=== fetch_unit ===
fetch_unit, signal wires by layer:
Scale: 2 px per um.
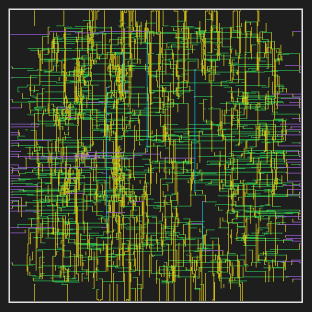
fetch_unit, logic cells by family:
Scale: 2 px per um.
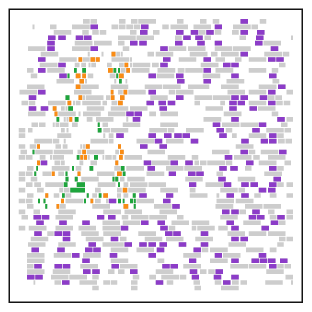
## src/rtl/fetch_pkg.sv

```systemverilog
// Shared types and constants for the instruction-fetch front end.
// Entry layout is what the fetch buffer stores: a pc paired with its instruction word.
package fetch_pkg;

    localparam int unsigned PC_W   = 27;
    localparam int unsigned INST_W = 32;
    localparam logic [PC_W-1:0] RESET_PC = '0;

    typedef struct packed {
        logic [PC_W-1:0]   pc;
        logic [INST_W-1:0] inst;
    } fetch_entry_t;

    // Fetch is always word aligned; low address bits of a target are dropped.
    function automatic logic [PC_W-1:0] pc_align(input logic [PC_W-1:0] pc);
        return {pc[PC_W-1:2], 2'b00};
    endfunction

endpackage

```

## src/rtl/fetch_fifo.sv

```systemverilog
// Small registered FIFO holding fetched (pc, inst) entries ahead of decode.
// Flush empties the queue and takes priority over push and pop on the same edge.
module fetch_fifo
    import fetch_pkg::*;
#(
    parameter int unsigned DEPTH = 2,
    parameter type entry_t = fetch_entry_t,
    localparam int unsigned PTR_W = (DEPTH > 1) ? $clog2(DEPTH) : 1,
    localparam int unsigned OCC_W = $clog2(DEPTH + 1)
) (
    input  logic             clk,
    input  logic             rst_n,
    input  logic             push,
    input  entry_t           push_data,
    input  logic             pop,
    input  logic             flush,
    output entry_t           head,
    output logic [OCC_W-1:0] occ
);

    entry_t             mem_q [DEPTH];
    logic [PTR_W-1:0]   rd_ptr_q, wr_ptr_q;
    logic [OCC_W-1:0]   occ_q, occ_d;
    logic               do_push, do_pop;

    function automatic logic [PTR_W-1:0] next_ptr(input logic [PTR_W-1:0] p);
        if (p == PTR_W'(DEPTH - 1)) begin
            return '0;
        end
        return p + PTR_W'(1);
    endfunction

    // Guards keep the pointers coherent even if an upstream bug over-pushes.
    assign do_push = push && (occ_q != OCC_W'(DEPTH));
    assign do_pop  = pop && (occ_q != '0);

    always_comb begin
        occ_d = occ_q;
        if (do_push && !do_pop) begin
            occ_d = occ_q + OCC_W'(1);
        end else if (!do_push && do_pop) begin
            occ_d = occ_q - OCC_W'(1);
        end
    end

    always_ff @(posedge clk or negedge rst_n) begin
        if (!rst_n) begin
            rd_ptr_q <= '0;
            wr_ptr_q <= '0;
            occ_q    <= '0;
            for (int i = 0; i < DEPTH; i++) begin
                mem_q[i] <= '0;
            end
        end else if (flush) begin
            rd_ptr_q <= '0;
            wr_ptr_q <= '0;
            occ_q    <= '0;
        end else begin
            if (do_push) begin
                mem_q[wr_ptr_q] <= push_data;
                wr_ptr_q        <= next_ptr(wr_ptr_q);
            end
            if (do_pop) begin
                rd_ptr_q <= next_ptr(rd_ptr_q);
            end
            occ_q <= occ_d;
        end
    end

    assign head = mem_q[rd_ptr_q];
    assign occ  = occ_q;

endmodule

```

## src/rtl/fetch_unit.sv

```systemverilog
// Instruction-fetch front end: owns the pc, absorbs the one-cycle imem latency and
// queues fetched words for decode; redirects flush all younger work.
module fetch_unit #(
    parameter logic [fetch_pkg::PC_W-1:0] RESET_PC = fetch_pkg::RESET_PC,
    parameter int unsigned BUF_DEPTH = 2
) (
    input  logic                       clk,
    input  logic                       rst_n,
    output logic [fetch_pkg::PC_W-1:0] imem_pc,
    input  logic [31:0]                imem_inst,
    input  logic                       redirect_valid,
    input  logic [fetch_pkg::PC_W-1:0] redirect_pc,
    output logic                       out_valid,
    input  logic                       out_ready,
    output logic [fetch_pkg::PC_W-1:0] out_pc,
    output logic [31:0]                out_inst
);
    import fetch_pkg::*;

    localparam int unsigned OCC_W = $clog2(BUF_DEPTH + 1);
    localparam logic [OCC_W:0] DEPTH_C = (OCC_W + 1)'(BUF_DEPTH);

    logic [PC_W-1:0]  fetch_pc_q, fetch_pc_d;
    logic [PC_W-1:0]  inflight_pc_q, inflight_pc_d;
    logic             inflight_q, inflight_d;
    logic             pop, issue;
    logic [OCC_W-1:0] occ;
    logic [OCC_W:0]   committed;
    fetch_entry_t     head, push_data;

    assign imem_pc   = fetch_pc_q;
    assign out_valid = (occ != '0);
    assign out_pc    = head.pc;
    assign out_inst  = head.inst;
    assign pop       = out_valid & out_ready;

    always_comb begin
        push_data      = '0;
        push_data.pc   = inflight_pc_q;
        push_data.inst = imem_inst;
    end

    // Credit check: slots already owned (buffered + in flight) after this cycle's pop.
    always_comb begin
        committed = {1'b0, occ} + (OCC_W + 1)'(inflight_q) - (OCC_W + 1)'(pop);
        issue     = !redirect_valid && (committed < DEPTH_C);
    end

    always_comb begin
        fetch_pc_d    = fetch_pc_q;
        inflight_d    = 1'b0;
        inflight_pc_d = inflight_pc_q;
        if (redirect_valid) begin
            fetch_pc_d = pc_align(redirect_pc);
        end else if (issue) begin
            inflight_d    = 1'b1;
            inflight_pc_d = fetch_pc_q;
            fetch_pc_d    = fetch_pc_q + PC_W'(4);
        end
    end

    always_ff @(posedge clk or negedge rst_n) begin
        if (!rst_n) begin
            fetch_pc_q    <= RESET_PC;
            inflight_q    <= 1'b0;
            inflight_pc_q <= '0;
        end else begin
            fetch_pc_q    <= fetch_pc_d;
            inflight_q    <= inflight_d;
            inflight_pc_q <= inflight_pc_d;
        end
    end

    // A returning word is pushed unconditionally; a coincident redirect flush wins inside the FIFO.
    fetch_fifo #(
        .DEPTH   (BUF_DEPTH),
        .entry_t (fetch_entry_t)
    ) u_fifo (
        .clk       (clk),
        .rst_n     (rst_n),
        .push      (inflight_q),
        .push_data (push_data),
        .pop       (pop),
        .flush     (redirect_valid),
        .head      (head),
        .occ       (occ)
    );

endmodule

```

## config.mk

```make
export PLATFORM = sky130hd
export DESIGN_NAME = fetch_unit
export DESIGN_NICKNAME = d
export VERILOG_FILES = /design/src/rtl/fetch_pkg.sv /design/src/rtl/fetch_fifo.sv /design/src/rtl/fetch_unit.sv
export SDC_FILE = /design/constraint.sdc
export NUM_CORES = 1
export LEC_CHECK = 0
export CORE_MARGIN = 4
export CORE_UTILIZATION = 40
export DETAILED_ROUTE_END_ITERATION = 12
export PLACE_DENSITY_LB_ADDON = 0.05
export SKIP_CTS_REPAIR_TIMING = 1
export SYNTH_ARGS = -nofsm -noshare
export SYNTH_HDL_FRONTEND = slang
export SYNTH_SLANG_ARGS = --single-unit
```

## constraint.sdc

```tcl
create_clock -name clk -period 9.38 [get_ports clk]
set_clock_uncertainty 0.15 [all_clocks]
set_input_delay 1.876 -clock clk [delete_from_list [all_inputs] [get_ports clk]]
set_output_delay 1.876 -clock clk [all_outputs]
set_load 0.01 [all_outputs]
```

==> metrics.csv <==
metric,value,unit
register share after synthesis,55.7,%
Clock Pin Slew Worst Setup and Hold Paths,0.07,ns
library cell occupying the most area in the post-synthesis netlist,sky130_fd_sc_hd__dfrtp_1,
headroom to the max-slew limit,24.3,%
Die H,146,um
most common library cells after synthesis,"sky130_fd_sc_hd__mux2_2, sky130_fd_sc_hd__dfrtp_1, sky130_fd_sc_hd__nand2_1",
share of Yosys cell area claimed by the top area cell type,55.7,%
Worst Path Max Fanout,43,
fraction of final layout cells with drive strength greater than 1,34.1,%
dpl hpwl,11200,um
most instantiated logic cells after routing,"sky130_fd_sc_hd__mux2_2, sky130_fd_sc_hd__dfrtp_1, sky130_fd_sc_hd__clkdlybuf4s50_1",
remaining antenna violation count after routing,0,
adder and majority cell fraction of the synthesized area,0.593,%
First-pass DRT Iterations,4,
count of clock buffers in the final design,20,
required arrival time at the worst endpoint,9.53,ns
Core Area,18700,um^2
Final Hold Fails,0,
H-tree levels,4,
maxcap violations,0,
xor/xnor share of the synthesized area,1.52,%
status,"finished, final reports clean",
Peak Freq,192,MHz
largest cells by area after synthesis,"sky130_fd_sc_hd__dfrtp_1, sky130_fd_sc_hd__mux2_2, sky130_fd_sc_hd__a31oi_1, sky130_fd_sc_hd__or4_1, sky130_fd_sc_hd__buf_4",
number of enable-type register cells in the synthesized netlist,0,
filler cell count in the final layout,1604,
final-layout worst hold slack,0.351,ns
OpenROAD warnings,30,
endpoint kind of the worst setup timing path,register,
final layout net count,760,
area share of and-or/or-and cells after synthesis,3.41,%
share of the core filled with cells,52.4,%
share of cell area taken by muxes after synthesis,29.2,%
Arrival @ worst endpoint,5.35,ns
clock sinks,169,
leakage power figure,4.00,nW
multi-input gate count,349,
FP Core Util,40.6,%
routed vias/inst,5.28,
TritonCTS clock tree,yes,
## Picture notes: 'signal wires by layer' of fetch_unit
- purple: met3 (wire length 816 um)
- cyan: met4 (wire length 235 um)
- green: met1 (wire length 8080 um)
- yellow: met2 (wire length 8150 um)
global router's overall resource usage: 16.5%
total number of vias: 4968
Routed Wire Length: 17300 um

## Picture notes: 'logic cells by family' of fetch_unit
- orange: inverting AOI/OAI gates (cells 42)
- purple: multiplexers (cells 197; where all over the die)
- green: NAND gates (cells 44)
combinational share of cell area: 32.4%
most common cell after layout, fill and taps aside: sky130_fd_sc_hd__mux2_2

-- final timing paths --
check,end,cells past startpoint,startpoint
setup reg to reg,imem_pc[26],10,u_fifo.occ[1]
hold / removal,u_fifo.mem_q[37],1,u_fifo.mem_q[37]
setup / recovery,u_fifo.mem_q[55],6,redirect_valid
min in group asynchronous,u_fifo.mem_q[24],1,rst_n
hold reg to reg,u_fifo.mem_q[37],1,u_fifo.mem_q[37]
max in group asynchronous,u_fifo.mem_q[18],2,rst_n
-- registers in the layout, indices dropped and copies added, names as in the netlist --
name	cells
u_fifo.mem_q	114
imem_pc	25
inflight_pc_q	25
u_fifo.occ	2
inflight_q	1
u_fifo.rd_ptr_q	1
u_fifo.wr_ptr_q	1
-- metal layers --
layer	up-vias	GRT usage [%]	share of wire [%]
met5	-	0	0
met4	0	4.70	1.4
met3	18	3.96	4.7
met2	127	26.9	47
met1	2532	22.2	47
li1	2291	-	-
-- power by group --
| part | switching (mW) | internal [mW] | leakage, nW |
|---|---|---|---|
| logic | 0.397 | 0.685 | 1.70 |
| registers | 0.179 | 1.05 | 2.01 |
| clock network | 0.295 | 0.411 | 0.284 |
| total | 0.871 | 2.14 | 4.00 |

=== simon_req_scheduler ===
simon_req_scheduler, clock wiring as the flow saved it:
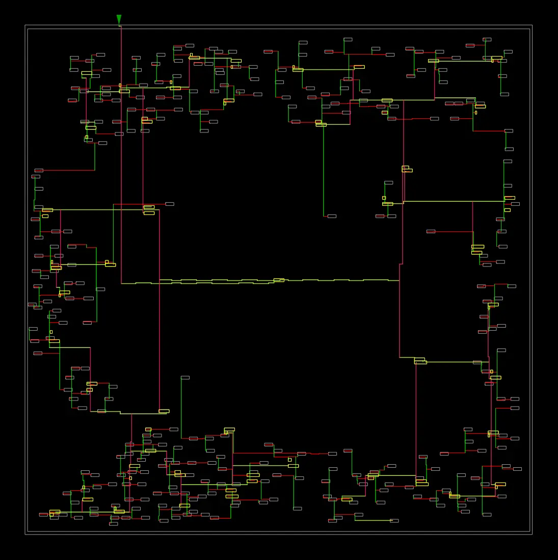
simon_req_scheduler, met3 routing:
Scale: 1 px per um.
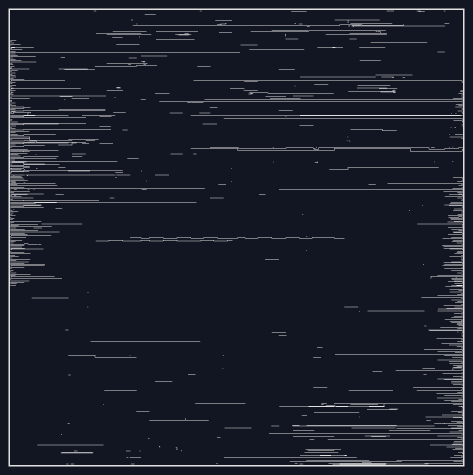
[src/rtl/simon_req_scheduler.sv]
// simon_req_scheduler: round-robin front end that time-shares one simon_96_96
// core between NREQ requesters. Each operation is: grant, launch, wait for
// done (with a watchdog), then hold the response until it is accepted.
//
// Handshakes: a transfer happens on a rising edge where valid && ready are
// both high. Requesters hold req_valid and their data until they see their
// req_ready bit. resp_valid is held, with resp_ct/resp_id/resp_err unchanged,
// until the edge on which resp_ready is also high.
module simon_req_scheduler #(
  parameter int NREQ    = 4,
  parameter int IDW     = 2,
  parameter int TIMEOUT = 80
) (
  input  logic              clk,
  input  logic              rst,
  input  logic [NREQ-1:0]    req_valid,
  output logic [NREQ-1:0]    req_ready,
  input  logic [NREQ*96-1:0] req_pt,
  input  logic [NREQ*96-1:0] req_key,
  output logic              resp_valid,
  input  logic              resp_ready,
  output logic [95:0]       resp_ct,
  output logic [IDW-1:0]    resp_id,
  output logic              resp_err,
  output logic              core_rst,
  output logic              core_en,
  output logic [95:0]       core_pt,
  output logic [95:0]       core_key,
  input  logic [95:0]       core_ct,
  input  logic              core_done
);

  localparam int WDW = $clog2(TIMEOUT);

  typedef enum logic [1:0] {
    S_IDLE   = 2'd0,
    S_LAUNCH = 2'd1,
    S_WAIT   = 2'd2,
    S_RESP   = 2'd3
  } state_t;

  state_t         state;
  state_t         state_nxt;
  logic [IDW-1:0] rr_ptr;
  logic [IDW-1:0] grant_idx;
  logic           grant_any;
  logic [WDW-1:0] wdog;
  logic           wdog_fire;
  logic           core_rst_q;

  // Round-robin pick: first valid requester at or after rr_ptr, wrapping.
  // Walking offsets from high to low lets the smallest offset win.
  always_comb begin : grant_sel
    int             idx;
    logic [IDW-1:0] cand;
    idx       = 0;
    cand      = '0;
    grant_any = 1'b0;
    grant_idx = '0;
    for (int i = NREQ - 1; i >= 0; i--) begin
      idx  = (int'(rr_ptr) + i) % NREQ;
      cand = IDW'(idx);
      if (req_valid[cand]) begin
        grant_any = 1'b1;
        grant_idx = cand;
      end
    end
  end

  // One-hot accept, only in IDLE and never while reset is asserted.
  always_comb begin
    req_ready = '0;
    if (state == S_IDLE && grant_any && !rst) req_ready[grant_idx] = 1'b1;
  end

  // Watchdog expires on the TIMEOUT-th WAIT cycle if done has not arrived.
  assign wdog_fire = (state == S_WAIT) && !core_done && (wdog == WDW'(TIMEOUT - 1));

  assign core_en    = (state == S_LAUNCH);
  assign resp_valid = (state == S_RESP);
  assign core_rst   = core_rst_q;

  // State register.
  always_ff @(posedge clk) begin
    if (rst) state <= S_IDLE;
    else     state <= state_nxt;
  end

  // Next-state logic; done is deliberately ignored in LAUNCH because the
  // core may still be showing done from the previous operation.
  always_comb begin
    state_nxt = state;
    case (state)
      S_IDLE:   if (grant_any) state_nxt = S_LAUNCH;
      S_LAUNCH: state_nxt = S_WAIT;
      S_WAIT:   if (core_done || wdog_fire) state_nxt = S_RESP;
      S_RESP:   if (resp_ready) state_nxt = S_IDLE;
      default:  state_nxt = S_IDLE;
    endcase
  end

  // Datapath: grant latching, watchdog counting, response capture, core reset.
  always_ff @(posedge clk) begin
    if (rst) begin
      rr_ptr     <= '0;
      core_pt    <= '0;
      core_key   <= '0;
      resp_ct    <= '0;
      resp_id    <= '0;
      resp_err   <= 1'b0;
      wdog       <= '0;
      core_rst_q <= 1'b1;
    end else begin
      core_rst_q <= wdog_fire;
      case (state)
        S_IDLE: begin
          if (grant_any) begin
            core_pt  <= req_pt[grant_idx*96 +: 96];
            core_key <= req_key[grant_idx*96 +: 96];
            resp_id  <= grant_idx;
            rr_ptr   <= (grant_idx == IDW'(NREQ - 1)) ? '0 : grant_idx + IDW'(1);
          end
        end
        S_LAUNCH: wdog <= '0;
        S_WAIT: begin
          wdog <= wdog + WDW'(1);
          if (core_done) begin
            resp_ct  <= core_ct;
            resp_err <= 1'b0;
          end else if (wdog_fire) begin
            resp_ct  <= '0;
            resp_err <= 1'b1;
          end
        end
        default: ;
      endcase
    end
  end

endmodule
[config.mk]
export PLATFORM = sky130hd
export DESIGN_NAME = simon_req_scheduler
export DESIGN_NICKNAME = d
export VERILOG_FILES = /design/src/rtl/simon_req_scheduler.sv
export SDC_FILE = /design/constraint.sdc
export NUM_CORES = 1
export LEC_CHECK = 0
export CORE_AREA = 2 2 451 453
export DETAILED_ROUTE_END_ITERATION = 7
export DIE_AREA = 0 0 453 455
export GPL_TIMING_DRIVEN = 0
export PLACE_DENSITY = 0.3
export SYNTH_ARGS = -nofsm -noshare
export SYNTH_HDL_FRONTEND = slang
export SYNTH_SLANG_ARGS = --single-unit
[constraint.sdc]
create_clock -name clk -period 2 [get_ports clk]
set_input_delay 0.2 -clock clk [delete_from_list [all_inputs] [get_ports clk]]
set_output_delay 0.2 -clock clk [all_outputs]
set_load 0.01 [all_outputs]
==> metrics.csv <==
metric,value,unit
area share of and-or/or-and cells after synthesis,17.5,%
filler cell count in the final layout,22290,
area of placed instances,29600,um^2
chip area line of the yosys report,14600,um^2
cell with the largest stage delay on the worst path,sky130_fd_sc_hd__dfxtp_2,
Arrival @ worst endpoint,2.23,ns
worst reg2reg path depth,10,
H-tree levels,2,
Post-Syn Nets,2367,
Core Area,201000,um^2
cell area after technology mapping,14600,um^2
switch share,40.4,%
highest cell delay on the worst timing path,0.35,ns
met1 track utilization from global routing,18.2,%
Worst Path Max Fanout,3,
library cell occupying the most area in the post-synthesis netlist,sky130_fd_sc_hd__dfxtp_1,
r2r setup slk,-0.34,ns
endpoint kind of the worst setup timing path,primary output,
Peak Freq,411,MHz
fraction of final layout cells with drive strength greater than 1,21.2,%
Setup Viol. Count Final,196,
startpoint of the lowest-slack register-to-register path,rr_ptr[1],
share of cell area taken by muxes after synthesis,26.4,%
headroom to the max-slew limit,30.3,%
status,finished with violations,
I/O pin count,1170,
simple-gate share of the synthesized area,8.92,%
final-layout worst hold slack,0.156,ns
most common library cells after synthesis,"sky130_fd_sc_hd__mux2i_1, sky130_fd_sc_hd__dfxtp_1, sky130_fd_sc_hd__nand2_1",
capturing point of the worst reg2reg path,core_pt[55],
transition time at the pin with the least slew margin,1.05,ns
hold-critical path endpoint,resp_ct[39],
Setup crit end,req_ready[1],
remaining antenna violation count after routing,0,
share of flip-flops with an asynchronous set or reset,0,%
OpenROAD warnings,32,
combinational power,28.1,mW
violated checks,setup timing,
final setup margin,-0.430,ns
Clock Path Buffers,3,
Notes on 'clock wiring as the flow saved it' of simon_req_scheduler above:
clock sinks: 303
clock distribution power: 9.22 mW
clock buffer count from CTS: 48

Notes on 'met3 routing' of simon_req_scheduler above:
- longest straight run: 303 um
- wire length on this layer: 14800 um
- share of all routed wire: 8.7%
Routed Wire Length: 170000 um
total number of vias: 18612
met3 demand-to-capacity share in global routing: 5.16%

==> timing repair <==
| item | 4_1_cts | 5_1_grt |
|---|---|---|
| gates resized | 248 | 598 |
| buffers inserted | 16 | 93 |
| cloned | 1 | 29 |
| setup endpoints to repair | 322 | 314 |
| pin swaps | 7 | 109 |
==> registers in the layout, summed over array words and instances, names as in the netlist <==
signal    count
core_key     96
core_pt      96
core_rst      1
resp_ct      96
resp_err      1
resp_id       2
rr_ptr        2
state         2
wdog          7
==> worst register-to-register path: cells and delay by family, from the launching register on <==
kind                   cells  cell delay [ns]
buffers and inverters      5             0.90
multiplexers               1             0.44
flip-flops                 1             0.36
AND-OR/OR-AND              4             0.53
==> final cells by class <==
| type | instances | area share, % |
|---|---|---|
| Antenna cell | 21 | 0.143 |
| Multi-Input combinational cell | 1037 | 27.3 |
| Clock inverter | 20 | 0.683 |
| Tap cell | 2672 | 9.13 |
| Clock buffer | 69 | 3.80 |
| Sequential cell | 303 | 16.6 |
| Buffer | 136 | 4.28 |
| Inverter | 8 | 0.0820 |
| Timing Repair Buffer | 1307 | 38.0 |

=== wishbone_rr_arbiter ===
### config.mk
export PLATFORM = sky130hd
export DESIGN_NAME = wishbone_rr_arbiter
export DESIGN_NICKNAME = d
export VERILOG_FILES = /design/src/rtl/wishbone_rr_arbiter_pkg.sv /design/src/rtl/wishbone_rr_arbiter_pick.sv /design/src/rtl/wishbone_rr_arbiter.sv
export SDC_FILE = /design/constraint.sdc
export NUM_CORES = 1
export LEC_CHECK = 0
export CAP_MARGIN = 20
export CORE_ASPECT_RATIO = 1.4
export CORE_MARGIN = 2
export CORE_UTILIZATION = 22
export CTS_CLUSTER_DIAMETER = 120
export DETAILED_ROUTE_END_ITERATION = 7
export PLACE_DENSITY = 0.8
export SLEW_MARGIN = 20
export SYNTH_ARGS = -nofsm -noshare
export SYNTH_HDL_FRONTEND = slang
export SYNTH_SLANG_ARGS = --single-unit
### constraint.sdc
create_clock -name clk_i -period 1.6 [get_ports clk_i]
set_clock_uncertainty 0.1 [all_clocks]
set_input_delay 0.32 -clock clk_i [delete_from_list [all_inputs] [get_ports clk_i]]
set_output_delay 0.32 -clock clk_i [all_outputs]
set_load 0.01 [all_outputs]
### src/rtl/wishbone_rr_arbiter_pkg.sv
// ---------------------------------------------------------------------------
// wishbone_rr_arbiter_pkg
//   Shared definitions for the round-robin Wishbone arbiter: bus widths,
//   round-robin pointer width and the arbiter state encoding.
//   Ports: none (package).
// ---------------------------------------------------------------------------
package wishbone_rr_arbiter_pkg;

    // Slave bus geometry: 16-bit address, 8-bit data
    localparam int WB_ADR_W = 16;
    localparam int WB_DAT_W = 8;

    // Round-robin pointer is wide enough for up to 8 masters
    localparam int PTR_W = 3;

    // Arbiter states: IDLE waits for a requester, OWN holds the bus for one tenure
    typedef enum logic {
        ARB_IDLE = 1'b0,
        ARB_OWN  = 1'b1
    } arb_state_e;

endpackage

### src/rtl/wishbone_rr_arbiter_pick.sv
// ---------------------------------------------------------------------------
// wb_rr_pick
//   Combinational round-robin selector. Picks the first asserted request at
//   or after ptr_i, wrapping modulo NUM_MASTERS.
//   Ports:
//     req_i   [NUM_MASTERS]  request vector
//     ptr_i   [3]            round-robin start position (< NUM_MASTERS)
//     gnt_o   [NUM_MASTERS]  one-hot pick, zero when no request
//     valid_o                at least one request present
// ---------------------------------------------------------------------------
module wb_rr_pick
    import wishbone_rr_arbiter_pkg::*;
#(
    parameter int NUM_MASTERS = 4
) (
    input  logic [NUM_MASTERS-1:0] req_i,
    input  logic [PTR_W-1:0]       ptr_i,
    output logic [NUM_MASTERS-1:0] gnt_o,
    output logic                   valid_o
);

    logic [2*NUM_MASTERS-1:0] reqDouble;
    logic [2*NUM_MASTERS-1:0] keepMask;
    logic [2*NUM_MASTERS-1:0] maskedReq;
    logic [2*NUM_MASTERS-1:0] lowestReq;

    // The request vector is doubled so that a search starting at ptr_i can
    // run off the top of the first copy into the second, which is the wrap.
    // Bits below ptr_i in the lower copy are masked; the upper copy is always
    // intact, so any request guarantees a hit. Isolating the lowest set bit
    // (x & -x) is the priority encoder, and folding both halves together
    // turns the doubled index back into a master number.
    always_comb begin
        reqDouble = {req_i, req_i};
        keepMask  = {(2*NUM_MASTERS){1'b1}} << ptr_i;
        maskedReq = reqDouble & keepMask;
        lowestReq = maskedReq & (~maskedReq + (2*NUM_MASTERS)'(1));
        gnt_o     = lowestReq[NUM_MASTERS-1:0] | lowestReq[2*NUM_MASTERS-1:NUM_MASTERS];
        valid_o   = |req_i;
    end

endmodule

### src/rtl/wishbone_rr_arbiter.sv
// ---------------------------------------------------------------------------
// wishbone_rr_arbiter
//   Round-robin arbiter sharing one Wishbone slave (16-bit address, 8-bit
//   data) among NUM_MASTERS masters. A grant is held for the whole CYC
//   tenure; terminations are routed to the owner only.
//   Optional feature macro: WB_ARB_TIMEOUT_EN -- adds a watchdog that turns
//   a slave stalled for TIMEOUT_CYCLES strobed cycles into a one-cycle ERR.
//   Ports:
//     clk_i, rst_n_i                     clock, async active-low reset
//     m_cyc_i/m_stb_i/m_wr_i [NM]        per-master strobes
//     m_adr_i [NM*16], m_dat_i [NM*8]    per-master address / write data
//     m_ack_o/m_err_o/m_rty_o [NM]       terminations to the owner only
//     m_dat_o [8]                        read data, broadcast
//     s_cyc_o/s_stb_o/s_wr_o, s_adr_o, s_dat_o   slave-side request
//     s_ack_i/s_err_i/s_rty_i, s_dat_i   slave-side response
//     gnt_o [NM]                         one-hot owner, zero when idle
//     busy_o                             high while a master owns the bus
// ---------------------------------------------------------------------------
module wishbone_rr_arbiter
    import wishbone_rr_arbiter_pkg::*;
#(
    parameter int NUM_MASTERS    = 4,
    parameter int TIMEOUT_CYCLES = 255
) (
    input  logic                            clk_i,
    input  logic                            rst_n_i,
    input  logic [NUM_MASTERS-1:0]          m_cyc_i,
    input  logic [NUM_MASTERS-1:0]          m_stb_i,
    input  logic [NUM_MASTERS-1:0]          m_wr_i,
    input  logic [NUM_MASTERS*WB_ADR_W-1:0] m_adr_i,
    input  logic [NUM_MASTERS*WB_DAT_W-1:0] m_dat_i,
    output logic [NUM_MASTERS-1:0]          m_ack_o,
    output logic [NUM_MASTERS-1:0]          m_err_o,
    output logic [NUM_MASTERS-1:0]          m_rty_o,
    output logic [WB_DAT_W-1:0]             m_dat_o,
    output logic                            s_cyc_o,
    output logic                            s_stb_o,
    output logic                            s_wr_o,
    output logic [WB_ADR_W-1:0]             s_adr_o,
    output logic [WB_DAT_W-1:0]             s_dat_o,
    input  logic                            s_ack_i,
    input  logic                            s_err_i,
    input  logic                            s_rty_i,
    input  logic [WB_DAT_W-1:0]             s_dat_i,
    output logic [NUM_MASTERS-1:0]          gnt_o,
    output logic                            busy_o
);

    // Reject out-of-range configurations at elaboration
    if (NUM_MASTERS < 2 || NUM_MASTERS > 8 || TIMEOUT_CYCLES < 1 || TIMEOUT_CYCLES > 255) begin : g_paramCheck
        $error("wishbone_rr_arbiter: NUM_MASTERS must be 2..8 and TIMEOUT_CYCLES 1..255");
    end

    arb_state_e             state_q, state_d;
    logic [NUM_MASTERS-1:0] gnt_q, gnt_d;
    logic [PTR_W-1:0]       rrPtr_q, rrPtr_d;
    logic [NUM_MASTERS-1:0] pickGnt;
    logic                   pickValid;
    logic [PTR_W-1:0]       ownerIdx;
    logic [PTR_W-1:0]       nextPtr;
    logic                   wdFire;

    wb_rr_pick #(
        .NUM_MASTERS (NUM_MASTERS)
    ) u_pick (
        .req_i   (m_cyc_i),
        .ptr_i   (rrPtr_q),
        .gnt_o   (pickGnt),
        .valid_o (pickValid)
    );

    // Binary index of the current owner, and the pointer that follows it
    always_comb begin
        ownerIdx = '0;
        for (int k = 0; k < NUM_MASTERS; k++) begin
            if (gnt_q[k]) begin
                ownerIdx = PTR_W'(k);
            end
        end
        nextPtr = (ownerIdx == PTR_W'(NUM_MASTERS - 1)) ? '0 : ownerIdx + PTR_W'(1);
    end

    // AND-OR mux of the owner's request onto the slave. Because gnt_q is
    // zero in IDLE and cleared asynchronously by reset, s_cyc_o drops the
    // instant reset asserts.
    always_comb begin
        s_cyc_o = |(m_cyc_i & gnt_q);
        s_stb_o = |(m_stb_i & gnt_q);
        s_wr_o  = |(m_wr_i  & gnt_q);
        s_adr_o = '0;
        s_dat_o = '0;
        for (int k = 0; k < NUM_MASTERS; k++) begin
            if (gnt_q[k]) begin
                s_adr_o = m_adr_i[k*WB_ADR_W +: WB_ADR_W];
                s_dat_o = m_dat_i[k*WB_DAT_W +: WB_DAT_W];
            end
        end
    end

    // Next-state logic: grant from IDLE, release when the owner drops CYC.
    // The pointer only advances on release, so a CYC-holding owner is never
    // preempted.
    always_comb begin
        state_d = state_q;
        gnt_d   = gnt_q;
        rrPtr_d = rrPtr_q;
        case (state_q)
            ARB_IDLE: begin
                if (pickValid) begin
                    gnt_d   = pickGnt;
                    state_d = ARB_OWN;
                end
            end
            ARB_OWN: begin
                if (!s_cyc_o) begin
                    gnt_d   = '0;
                    rrPtr_d = nextPtr;
                    state_d = ARB_IDLE;
                end
            end
            default: state_d = ARB_IDLE;
        endcase
    end

    // State, grant and pointer registers
    always_ff @(posedge clk_i or negedge rst_n_i) begin
        if (!rst_n_i) begin
            state_q <= ARB_IDLE;
            gnt_q   <= '0;
            rrPtr_q <= '0;
        end else begin
            state_q <= state_d;
            gnt_q   <= gnt_d;
            rrPtr_q <= rrPtr_d;
        end
    end

`ifdef WB_ARB_TIMEOUT_EN
    logic [7:0] wdCnt_q, wdCnt_d;
    logic       wdStalled;

    // Count strobed OWN cycles without a termination. The ERR fires in the
    // cycle the count would reach TIMEOUT_CYCLES, then the count restarts
    // while the grant stays with the owner.
    always_comb begin
        wdStalled = (state_q == ARB_OWN) && s_stb_o && !(s_ack_i || s_err_i || s_rty_i);
        wdFire    = wdStalled && (wdCnt_q == 8'(TIMEOUT_CYCLES - 1));
        wdCnt_d   = '0;
        if (wdStalled && !wdFire && (state_d == ARB_OWN)) begin
            wdCnt_d = wdCnt_q + 8'd1;
        end
    end

    // Watchdog counter register
    always_ff @(posedge clk_i or negedge rst_n_i) begin
        if (!rst_n_i) begin
            wdCnt_q <= '0;
        end else begin
            wdCnt_q <= wdCnt_d;
        end
    end
`else
    assign wdFire = 1'b0;
`endif

    // Terminations reach the owner only; nothing passes outside OWN
    assign m_ack_o = gnt_q & {NUM_MASTERS{s_ack_i}};
    assign m_rty_o = gnt_q & {NUM_MASTERS{s_rty_i}};
    assign m_err_o = gnt_q & {NUM_MASTERS{s_err_i | wdFire}};
    assign m_dat_o = s_dat_i;
    assign gnt_o   = gnt_q;
    assign busy_o  = (state_q == ARB_OWN);

endmodule

wishbone_rr_arbiter, logic cells by family:
Scale: 3 px per um.
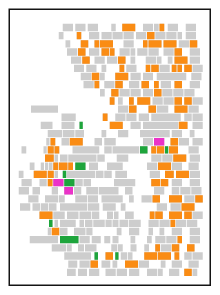
- orange: inverting AOI/OAI gates (cells 87; where all over the die)
- magenta: AND-OR and OR-AND gates (cells 3)
- green: NAND gates (cells 10)
Final Non-Filler Cells: 403
most common cell after layout, fill and taps aside: sky130_fd_sc_hd__clkdlybuf4s50_1
combinational share of cell area: 32.4%

wishbone_rr_arbiter, clock wiring as the flow saved it:
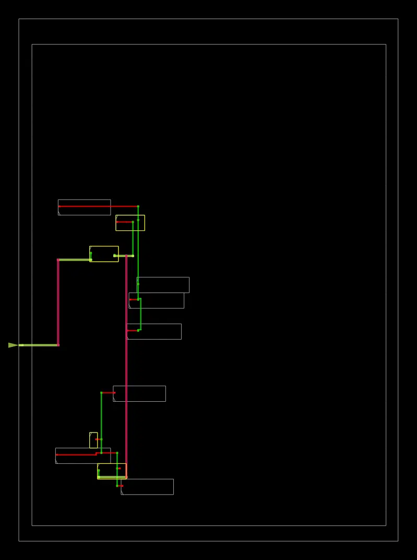
count of clock buffers in the final design: 4
sequential cell count: 7

==> metrics.csv <==
metric,value,unit
max reg flops,4,
fraction of final layout cells with drive strength greater than 1,37.4,%
count of state elements after synthesis,7,
Logic family by area,AND-OR/OR-AND gates,
largest power group,combinational cells,
final layout net count,460,
proportion of power drawn by flip-flops and latches,7.5,%
Syn Inst Count,161,
sequential cell power,0.381,mW
headroom to the max-slew limit,76.8,%
Clock Pin Slew Worst Setup and Hold Paths,0.04,ns
post-route DRC violation count,0,
Tmin final,2.12,ns
status,finished with violations,
antenna diode count,0,
Peak Freq,472,MHz
clock sinks,7,
die span in x,66.5,um
violated checks,setup timing,
simple-gate share of the synthesized area,17.4,%
area of placed instances,2870,um^2
final setup margin,-0.520,ns
first-pass GRT wire length,11000,um
"Slew Viols, Final",0,
type of the tightest min-delay check,in -> async,
Setup Viol. Count Final,41,
Routed Wire Length,7790,um
setup repair after global routing missed its margin,yes,
remaining antenna violation count after routing,0,
total number of yosys warnings,0,
==> final timing paths <==
| check | start | end | slack, ns | depth (start not counted) |
|---|---|---|---|---|
| min in group clk_i | busy_o | gnt_o[3] | 0.52 | 3 |
| hold / removal | rst_n_i | gnt_o[0] | 0.26 | 1 |
| setup reg to reg | gnt_o[2] | gnt_o[2] | -0.29 | 9 |
| max in group asynchronous | rst_n_i | gnt_o[1] | 0.87 | 1 |
| setup / recovery | gnt_o[2] | s_adr_o[4] | -0.52 | 7 |
| hold reg to reg | busy_o | gnt_o[3] | 0.52 | 3 |
==> repair_timing <==
action | CTS | global route
setup buffers | 13 | 3
resized | 205 | 15
pin swaps | 3 | 6
endpoints found under the setup margin | 51 | 44
cloned | 4 | 2
==> layer usage <==
metal	up-vias	part of all wire, %	global-route usage [%]
met3	14	11	7.43
met2	116	52	42.0
li1	985	-	-
met5	-	0	0
met4	0	2.1	8.16
met1	979	35	24.8
==> final cells by class <==
cell class	count	area, um^2	share of cell area, %
clock buffer	4	45.0	1.41
tap	66	82.6	2.59
timing repair buffer	194	1840	57.8
inverter	2	7.51	0.236
multi-input combinational	130	1030	32.4
sequential	7	179	5.62

=== pwm_timer_ctrl ===
pwm_timer_ctrl, signal wires by layer:
Scale: 2 px per um.
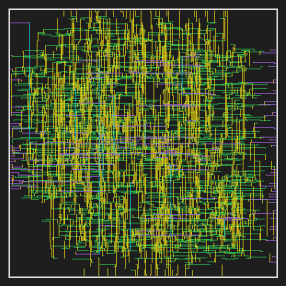
pwm_timer_ctrl, clock wiring as the flow saved it:
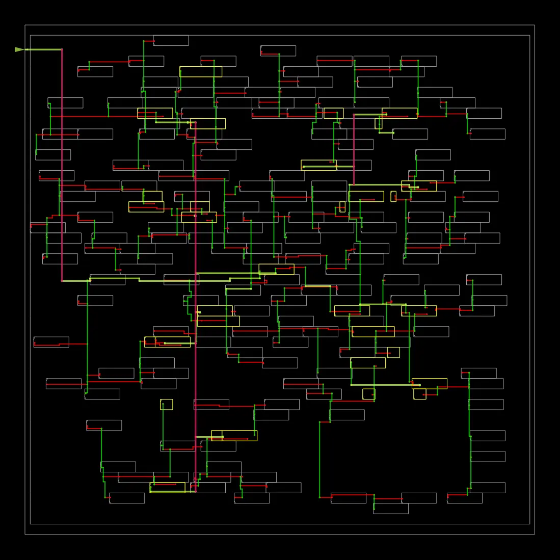
===== src/rtl/pwm_timer_ctrl.sv =====
// pwm_timer_ctrl: register file, prescaled timebase and double-buffered
// period/compare/function settings for the PWM generator.
//
// Optional feature macro: PWM_TIMER_CTRL_STATUS_EN
//   defined   -> STATUS (addr 6) holds a sticky wrap flag (bit0) and a sticky
//                overrun flag (bit1), both write-1-to-clear, set wins.
//   undefined -> STATUS reads 0 and writes to it are ignored.
//
// Config handshake: cfg_req is a single-cycle request sampled on a rising
// edge; cfg_ack is high for exactly the following cycle, for reads and
// writes alike. Write data lands in the shadow register on that same edge.
// Read data is the pre-write shadow value, registered alongside cfg_ack, and
// cfg_rdata holds its last value while cfg_ack is low. A new request may be
// issued on every cycle.
module pwm_timer_ctrl #(
    parameter int CW = 16,
    parameter int PW = 8,
    parameter int FW = 8
) (
    input  logic          clk,
    input  logic          rst,
    input  logic          cfg_req,
    input  logic          cfg_we,
    input  logic [2:0]    cfg_addr,
    input  logic [15:0]   cfg_wdata,
    output logic [15:0]   cfg_rdata,
    output logic          cfg_ack,
    output logic          pwm_en,
    output logic [CW-1:0] period,
    output logic [FW-1:0] functions,
    output logic [CW-1:0] compare1,
    output logic [CW-1:0] compare2,
    output logic [CW-1:0] count_val,
    output logic          update_evt
);

    localparam logic [2:0] ADDR_CTRL      = 3'd0;
    localparam logic [2:0] ADDR_PERIOD    = 3'd1;
    localparam logic [2:0] ADDR_COMPARE1  = 3'd2;
    localparam logic [2:0] ADDR_COMPARE2  = 3'd3;
    localparam logic [2:0] ADDR_FUNCTIONS = 3'd4;
    localparam logic [2:0] ADDR_PRESCALE  = 3'd5;
    localparam logic [2:0] ADDR_STATUS    = 3'd6;

    // Shadow registers (software-visible)
    logic          en_q, en_d;
    logic [CW-1:0] period_sh_q, period_sh_d;
    logic [CW-1:0] cmp1_sh_q, cmp1_sh_d;
    logic [CW-1:0] cmp2_sh_q, cmp2_sh_d;
    logic [FW-1:0] func_sh_q, func_sh_d;
    logic [PW-1:0] presc_q, presc_d;

    // Active registers (seen by the generator)
    logic [CW-1:0] period_q, period_d;
    logic [CW-1:0] cmp1_q, cmp1_d;
    logic [CW-1:0] cmp2_q, cmp2_d;
    logic [FW-1:0] func_q, func_d;

    // Timebase
    logic [CW-1:0] count_q, count_d;
    logic [PW-1:0] presc_cnt_q, presc_cnt_d;
    logic          update_evt_q, update_evt_d;
    logic          tick;
    logic          load_active;

    // Config port
    logic          cfg_ack_q, cfg_ack_d;
    logic [15:0]   cfg_rdata_q, cfg_rdata_d;
    logic [15:0]   rd_mux;
    logic [15:0]   status_rd;
    logic          wr_en;

    assign wr_en = cfg_req & cfg_we;

`ifdef PWM_TIMER_CTRL_STATUS_EN
    logic [1:0] status_q, status_d;
    logic [1:0] status_clr;

    // Sticky wrap/overrun flags; a set in the same cycle as a clear wins
    always_comb begin
        status_clr = (wr_en && cfg_addr == ADDR_STATUS) ? cfg_wdata[1:0] : 2'b00;
        status_d   = (status_q & ~status_clr)
                   | {update_evt_q & status_q[0], update_evt_q};
    end

    // Status flag storage
    always_ff @(posedge clk or posedge rst) begin
        if (rst) status_q <= 2'b00;
        else     status_q <= status_d;
    end

    assign status_rd = {14'd0, status_q};
`else
    assign status_rd = 16'd0;
`endif

    // Read multiplexer over the shadow registers
    always_comb begin
        rd_mux = 16'd0;
        case (cfg_addr)
            ADDR_CTRL:      rd_mux = {15'd0, en_q};
            ADDR_PERIOD:    rd_mux = 16'(period_sh_q);
            ADDR_COMPARE1:  rd_mux = 16'(cmp1_sh_q);
            ADDR_COMPARE2:  rd_mux = 16'(cmp2_sh_q);
            ADDR_FUNCTIONS: rd_mux = 16'(func_sh_q);
            ADDR_PRESCALE:  rd_mux = 16'(presc_q);
            ADDR_STATUS:    rd_mux = status_rd;
            default:        rd_mux = 16'd0;
        endcase
    end

    // Shadow register writes and registered read/ack response
    always_comb begin
        en_d        = en_q;
        period_sh_d = period_sh_q;
        cmp1_sh_d   = cmp1_sh_q;
        cmp2_sh_d   = cmp2_sh_q;
        func_sh_d   = func_sh_q;
        presc_d     = presc_q;
        cfg_ack_d   = cfg_req;
        cfg_rdata_d = cfg_rdata_q;
        if (cfg_req && !cfg_we) cfg_rdata_d = rd_mux;
        if (wr_en) begin
            case (cfg_addr)
                ADDR_CTRL:      en_d        = cfg_wdata[0];
                ADDR_PERIOD:    period_sh_d = cfg_wdata[CW-1:0];
                ADDR_COMPARE1:  cmp1_sh_d   = cfg_wdata[CW-1:0];
                ADDR_COMPARE2:  cmp2_sh_d   = cfg_wdata[CW-1:0];
                ADDR_FUNCTIONS: func_sh_d   = cfg_wdata[FW-1:0];
                ADDR_PRESCALE:  presc_d     = cfg_wdata[PW-1:0];
                default:        ;
            endcase
        end
    end

    // Prescaler, counter, and shadow-to-active transfer at a wrap
    always_comb begin
        tick         = (presc_cnt_q == presc_q);
        count_d      = count_q;
        presc_cnt_d  = presc_cnt_q;
        update_evt_d = 1'b0;
        load_active  = 1'b0;
        if (!en_q) begin
            // Idle: track the shadows so enabling starts from fresh values
            count_d     = '0;
            presc_cnt_d = '0;
            load_active = 1'b1;
        end else if (tick) begin
            presc_cnt_d = '0;
            if (count_q == period_q) begin
                count_d      = '0;
                load_active  = 1'b1;
                update_evt_d = 1'b1;
            end else begin
                count_d = count_q + CW'(1);
            end
        end else begin
            // Equality compare: a count above a newly lowered PRESCALE rolls over
            presc_cnt_d = presc_cnt_q + PW'(1);
        end
        period_d = load_active ? period_sh_q : period_q;
        cmp1_d   = load_active ? cmp1_sh_q   : cmp1_q;
        cmp2_d   = load_active ? cmp2_sh_q   : cmp2_q;
        func_d   = load_active ? func_sh_q   : func_q;
    end

    // State registers
    always_ff @(posedge clk or posedge rst) begin
        if (rst) begin
            en_q         <= 1'b0;
            period_sh_q  <= '0;
            cmp1_sh_q    <= '0;
            cmp2_sh_q    <= '0;
            func_sh_q    <= '0;
            presc_q      <= '0;
            period_q     <= '0;
            cmp1_q       <= '0;
            cmp2_q       <= '0;
            func_q       <= '0;
            count_q      <= '0;
            presc_cnt_q  <= '0;
            update_evt_q <= 1'b0;
            cfg_ack_q    <= 1'b0;
            cfg_rdata_q  <= 16'd0;
        end else begin
            en_q         <= en_d;
            period_sh_q  <= period_sh_d;
            cmp1_sh_q    <= cmp1_sh_d;
            cmp2_sh_q    <= cmp2_sh_d;
            func_sh_q    <= func_sh_d;
            presc_q      <= presc_d;
            period_q     <= period_d;
            cmp1_q       <= cmp1_d;
            cmp2_q       <= cmp2_d;
            func_q       <= func_d;
            count_q      <= count_d;
            presc_cnt_q  <= presc_cnt_d;
            update_evt_q <= update_evt_d;
            cfg_ack_q    <= cfg_ack_d;
            cfg_rdata_q  <= cfg_rdata_d;
        end
    end

    assign cfg_rdata  = cfg_rdata_q;
    assign cfg_ack    = cfg_ack_q;
    assign pwm_en     = en_q;
    assign period     = period_q;
    assign functions  = func_q;
    assign compare1   = cmp1_q;
    assign compare2   = cmp2_q;
    assign count_val  = count_q;
    assign update_evt = update_evt_q;

endmodule

===== config.mk =====
export PLATFORM = sky130hd
export DESIGN_NAME = pwm_timer_ctrl
export DESIGN_NICKNAME = d
export VERILOG_FILES = /design/src/rtl/pwm_timer_ctrl.sv
export SDC_FILE = /design/constraint.sdc
export NUM_CORES = 1
export LEC_CHECK = 0
export ABC_AREA = 1
export CAP_MARGIN = 20
export CORE_UTILIZATION = 45
export CTS_CLUSTER_SIZE = 10
export DETAILED_ROUTE_END_ITERATION = 8
export PLACE_DENSITY_LB_ADDON = 0.2
export SYNTH_ARGS = -nofsm -noshare
export SYNTH_HDL_FRONTEND = slang
export SYNTH_SLANG_ARGS = --single-unit
export TNS_END_PERCENT = 10

===== constraint.sdc =====
create_clock -name clk -period 7.2 [get_ports clk]
set_clock_uncertainty 0.2 [all_clocks]
set_input_delay 1.44 -clock clk [delete_from_list [all_inputs] [get_ports clk]]
set_output_delay 1.44 -clock clk [all_outputs]
set_load 0.02 [all_outputs]

==> metrics.csv <==
metric,value,unit
status,"finished, final reports clean",
total die size,17800,um^2
pwr/cell area,314,nW/um^2
area delta synth->final,23.6,%
tapcell count,220,
number of enable-type register cells in the synthesized netlist,0,
number of input and output port buffers inserted,113,
Placed Cells incl. Taps,1266,
capturing point of the worst reg2reg path,compare1[7],
final-layout worst hold slack,0.289,ns
drt wl/cell,16.1,um
die span in x,133,um
required arrival time at the worst endpoint,7.27,ns
remaining antenna violation count after routing,0,
routed vias/inst,5.20,
global route overflow,0,
Critical Path Stages,6,
largest cells by area after synthesis,"sky130_fd_sc_hd__dfrtp_1, sky130_fd_sc_hd__nand2_1, sky130_fd_sc_hd__nand3_1, sky130_fd_sc_hd__o21ai_0, sky130_fd_sc_hd__inv_1",
most common library cells after synthesis,"sky130_fd_sc_hd__nand2_1, sky130_fd_sc_hd__dfrtp_1, sky130_fd_sc_hd__nand3_1",
I/O pin count,114,
leakage power figure,4.75,nW
share of the core filled with cells,57.4,%
H-tree levels,4,
met1 track utilization from global routing,34.8,%
count of state elements after synthesis,163,
number of antenna violations at the first check in global routing,0,
sequential cell area,4080,um^2
type of the tightest min-delay check,reg -> reg,
maxcap violations,0,
area of placed instances,8930,um^2
weighted congestion at the end of routability-driven global placement,0.867,
Clock Pin Slew Worst Setup and Hold Paths,0.06,ns
Notes on 'signal wires by layer' of pwm_timer_ctrl above:
- yellow: met2 (wire length 9720 um)
- green: met1 (wire length 9490 um)
- purple: met3 (wire length 1310 um)
- cyan: met4 (wire length 345 um)
total number of vias: 6751
global router's overall resource usage: 24.7%

Notes on 'clock wiring as the flow saved it' of pwm_timer_ctrl above:
sequential cell count: 163
count of clock buffers in the final design: 22

==> placed cells by master (no fill, tap or decap), types with 4 or more instances in the layout <==
cell type and count:
sky130_fd_sc_hd__nand2_1 359, sky130_fd_sc_hd__dfrtp_1 162, sky130_fd_sc_hd__nand3_1 130, sky130_fd_sc_hd__clkdlybuf4s50_1 113, sky130_fd_sc_hd__inv_1 74, sky130_fd_sc_hd__o21ai_0 74, sky130_fd_sc_hd__nor2_1 47, sky130_fd_sc_hd__nand4_1 20
sky130_fd_sc_hd__clkbuf_16 17, sky130_fd_sc_hd__inv_2 11, sky130_fd_sc_hd__nand3_2 11, sky130_fd_sc_hd__xor2_1 8, sky130_fd_sc_hd__a22oi_1 6, sky130_fd_sc_hd__buf_4 6, sky130_fd_sc_hd__inv_6 4
==> logic make-up after synthesis <==
family	synth area share, %
xor+xnor	1.13
compound gates	5.78
fa+ha+maj	0.323
buf+inv	7.86
simple gates	32.3
flops	52.6
==> power breakdown <==
part           internal, mW  total (mW)  switching, mW
clock                 0.577       0.953          0.377
combinational         0.325       0.791          0.466
sequential             1.10        1.27          0.171
total                  2.00        3.01           1.01

=== serial_tx_parity ===
`src/rtl/serial_tx_parity.sv`:
```
// Serial transmitter: 11-bit frame (start, 8 data LSB first, odd parity, stop)
// with a one-entry holding buffer so back-to-back frames leave no idle gap.
module serial_tx_parity #(
  parameter int unsigned CLKS_PER_BIT = 1
) (
  input  logic       clk,
  input  logic       rst_n,
  input  logic       i_valid,
  input  logic [7:0] i_byte,
  output logic       o_ready,
  output logic       o_tx,
  output logic       o_busy,
  output logic       o_done
);

  localparam logic [9:0] BAUD_LAST = 10'(CLKS_PER_BIT - 1);

  typedef enum logic [2:0] {IDLE, START, DATA, PARITY, STOP} state_t;

  state_t     state_q, state_d;
  logic [9:0] baud_q, baud_d;
  logic [2:0] bit_q, bit_d;
  logic [7:0] shift_q, shift_d;
  logic [7:0] hold_q, hold_d;
  logic       hold_full_q, hold_full_d;
  logic       par_q, par_d;
  logic       tx_q, tx_d;
  logic       accept;
  logic       baud_last;

  assign o_ready   = !hold_full_q;
  assign accept    = i_valid && !hold_full_q;
  assign baud_last = (baud_q == BAUD_LAST);
  assign o_busy    = (state_q != IDLE);
  assign o_done    = (state_q == STOP) && baud_last;
  assign o_tx      = tx_q;

  always_comb begin
    state_d     = state_q;
    baud_d      = baud_last ? '0 : baud_q + 10'd1;
    bit_d       = bit_q;
    shift_d     = shift_q;
    par_d       = par_q;
    hold_d      = hold_q;
    hold_full_d = hold_full_q;
    tx_d        = tx_q;

    // A byte accepted while a frame is on the line parks in the holding buffer;
    // the STOP branch below overrides this when it can start the byte directly.
    if (state_q != IDLE && accept) begin
      hold_d      = i_byte;
      hold_full_d = 1'b1;
    end

    unique case (state_q)
      IDLE: begin
        baud_d = '0;
        if (accept) begin
          state_d = START;
          shift_d = i_byte;
          par_d   = ~^i_byte;
          tx_d    = 1'b0;
        end
      end
      START: begin
        if (baud_last) begin
          state_d = DATA;
          bit_d   = '0;
          tx_d    = shift_q[0];
        end
      end
      DATA: begin
        if (baud_last) begin
          if (bit_q == 3'd7) begin
            state_d = PARITY;
            tx_d    = par_q;
          end else begin
            bit_d   = bit_q + 3'd1;
            shift_d = shift_q >> 1;
            tx_d    = shift_q[1];
          end
        end
      end
      PARITY: begin
        if (baud_last) begin
          state_d = STOP;
          tx_d    = 1'b1;
        end
      end
      STOP: begin
        if (baud_last) begin
          if (hold_full_q) begin
            state_d     = START;
            shift_d     = hold_q;
            par_d       = ~^hold_q;
            hold_full_d = 1'b0;
            tx_d        = 1'b0;
          end else if (accept) begin
            state_d     = START;
            shift_d     = i_byte;
            par_d       = ~^i_byte;
            hold_full_d = 1'b0;
            tx_d        = 1'b0;
          end else begin
            state_d = IDLE;
          end
        end
      end
      default: state_d = IDLE;
    endcase
  end

  always_ff @(posedge clk or negedge rst_n) begin
    if (!rst_n) begin
      state_q     <= IDLE;
      baud_q      <= '0;
      bit_q       <= '0;
      shift_q     <= '0;
      hold_q      <= '0;
      hold_full_q <= 1'b0;
      par_q       <= 1'b0;
      tx_q        <= 1'b1;
    end else begin
      state_q     <= state_d;
      baud_q      <= baud_d;
      bit_q       <= bit_d;
      shift_q     <= shift_d;
      hold_q      <= hold_d;
      hold_full_q <= hold_full_d;
      par_q       <= par_d;
      tx_q        <= tx_d;
    end
  end

endmodule

```
`config.mk`:
```
export PLATFORM = sky130hd
export DESIGN_NAME = serial_tx_parity
export DESIGN_NICKNAME = d
export VERILOG_FILES = /design/src/rtl/serial_tx_parity.sv
export SDC_FILE = /design/constraint.sdc
export NUM_CORES = 1
export LEC_CHECK = 0
export ABC_AREA = 1
export CAP_MARGIN = 20
export CORE_MARGIN = 4
export CORE_UTILIZATION = 53
export DETAILED_ROUTE_END_ITERATION = 7
export PLACE_DENSITY = 0.76
export SYNTH_ARGS = -nofsm -noshare
export SYNTH_HDL_FRONTEND = slang
export SYNTH_SLANG_ARGS = --single-unit
export TNS_END_PERCENT = 100
```
`constraint.sdc`:
```
create_clock -name clk -period 1.7 [get_ports clk]
set_clock_uncertainty 0.15 [all_clocks]
set_input_delay 0.34 -clock clk [delete_from_list [all_inputs] [get_ports clk]]
set_output_delay 0.34 -clock clk [all_outputs]
set_load 0.02 [all_outputs]
```
==> metrics.csv <==
metric,value,unit
transition time at the pin with the least slew margin,0.336,ns
Setup Viol. Count Final,15,
r2r setup slk,-0.11,ns
cells resized by post-CTS repair,44,
maximum resistive drop on vdd,0.00104,V
register share after synthesis,39.3,%
pwr/cell area,1530,nW/um^2
cell area after technology mapping,2230,um^2
Met1 Routed Length,2450,um
critical path's top delay family,simple AND/OR/NAND/NOR gates,
number of DRC markers in iteration 0,163,
H-tree levels,2,
status,finished with violations,
type of the tightest min-delay check,in -> async,
share of cell area taken by muxes after synthesis,0.505,%
Setup crit end,o_done,
Final Non-Filler Cells,439,
endpoint kind of the worst setup timing path,primary output,
final setup margin,-0.162,ns
count of state elements after synthesis,35,
inverter count of the layout excluding clock inverters,46,
setup repair after global routing missed its margin,yes,
simple-gate share of the synthesized area,29.6,%
leakage power figure,1.58,nW
post-synthesis average cell area,6.93,um^2
violated checks,setup timing,
Critical path origin,baud_q[7],
cell with the largest stage delay on the worst path,sky130_fd_sc_hd__dfrtp_1,
PnR Total Power,4.78,mW
clock buffer count from CTS,5,
number of different library cells in the post-synthesis netlist,29,
==> how the worst min path moves through the flow <==
stage / endpoint / slack (ns) / cells past startpoint
floorplan: baud_q[0] / -0.11 / 0
global placement: shift_q[5] / 0.31 / 2
detailed placement: shift_q[3] / 0.32 / 2
CTS: baud_q[0] / 0.22 / 2
global route: baud_q[0] / 0.24 / 2
finish: baud_q[0] / 0.21 / 2
==> state kept, by name, summed over array words and instances, names as in the netlist <==
| signal | cells |
|---|---|
| baud_q | 10 |
| hold_q | 8 |
| shift_q | 8 |
| bit_q | 3 |
| state_q | 3 |
| hold_full_q | 1 |
| o_tx | 1 |
| par_q | 1 |
==> power by group <==
part | internal [mW] | switching, mW | leakage, nW
Sequential | 1.11 | 0.199 | 0.450
Clock | 0.370 | 0.305 | 0.0515
Combinational | 1.20 | 1.60 | 1.08
==> Yosys cell counts (all sizes together) <==
cell,count
nand2,96
inv,46
nor2,41
o21ai,39
dfrtp,34
xor2,9
a21oi,8
nand3,8
xnor2,8
nor3,7
clkbuf,6
ha,4
buf,3
nand4,3
o22ai,3
a22oi,1
a31oi,1
and2,1
dfstp,1
mux2,1
nor4,1
or2,1
serial_tx_parity, routed clock nets over the placement:
Scale: 6 px per um.
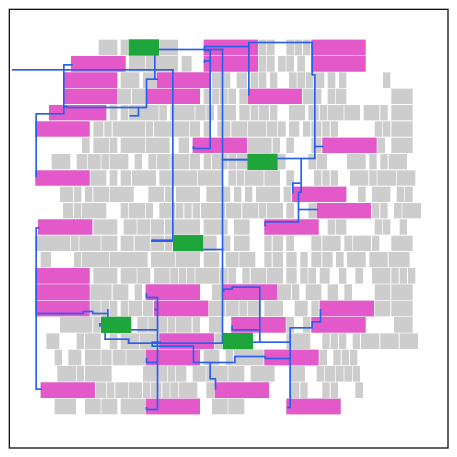
- green: cells driving clock nets (count 5)
- magenta: flip-flops (count 35)
- blue: clock wires (length 486 um)
- flops lie: all over the die
- routed clock nets: 6
Clk pwr share: 14.1%
clock latency reported for the late side of the worst-skew pair: 0.30 ns
clock distribution power: 0.675 mW

serial_tx_parity, signal wires by layer:
Scale: 4 px per um.
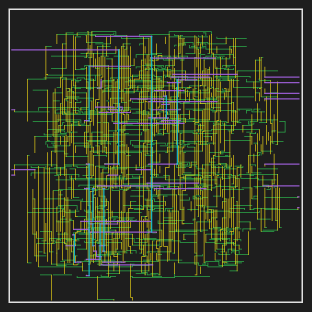
- yellow: met2 (wire length 3290 um)
- green: met1 (wire length 2450 um)
- purple: met3 (wire length 386 um)
- cyan: met4 (wire length 190 um)
total number of vias: 2372
Routed Wire Length: 6320 um
drt wl/cell: 14.4 um



==> notes/layouts.md <==
Pictures saved along the way, in no particular order.

Met3 routing.
panel A
Scale: 4 px per um.
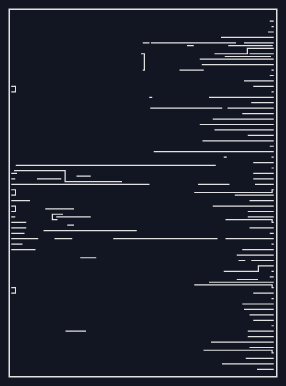
panel B
Scale: 4 px per um.
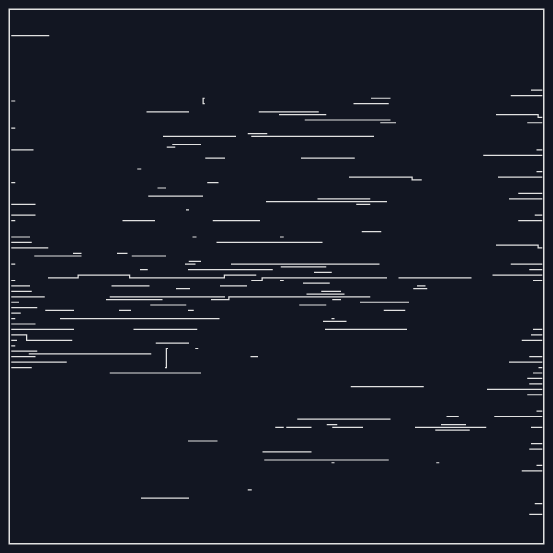
panel C
Scale: 3 px per um.
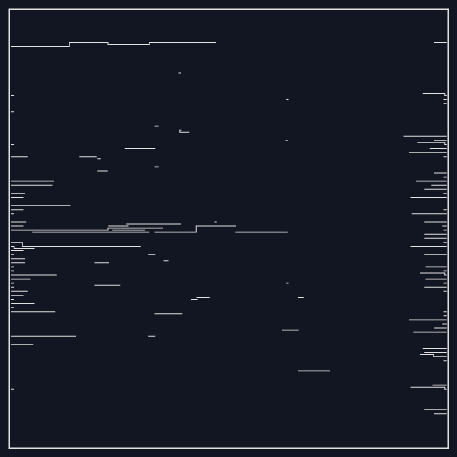
panel D
Scale: 6 px per um.
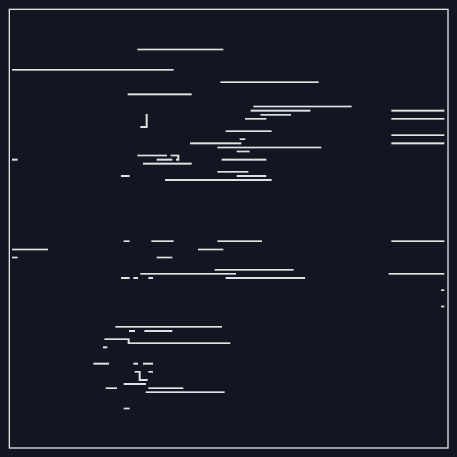
Of these, largest die: panel C
panel A -> wishbone_rr_arbiter
panel D -> serial_tx_parity
panel B -> pwm_timer_ctrl
panel C -> fetch_unit

Key to panel B:
- longest straight run: 39.6 um
- wire length on this layer: 1310 um
- share of all routed wire: 6.3%

No activity file was given, so power comes from the tool's default toggle rates.
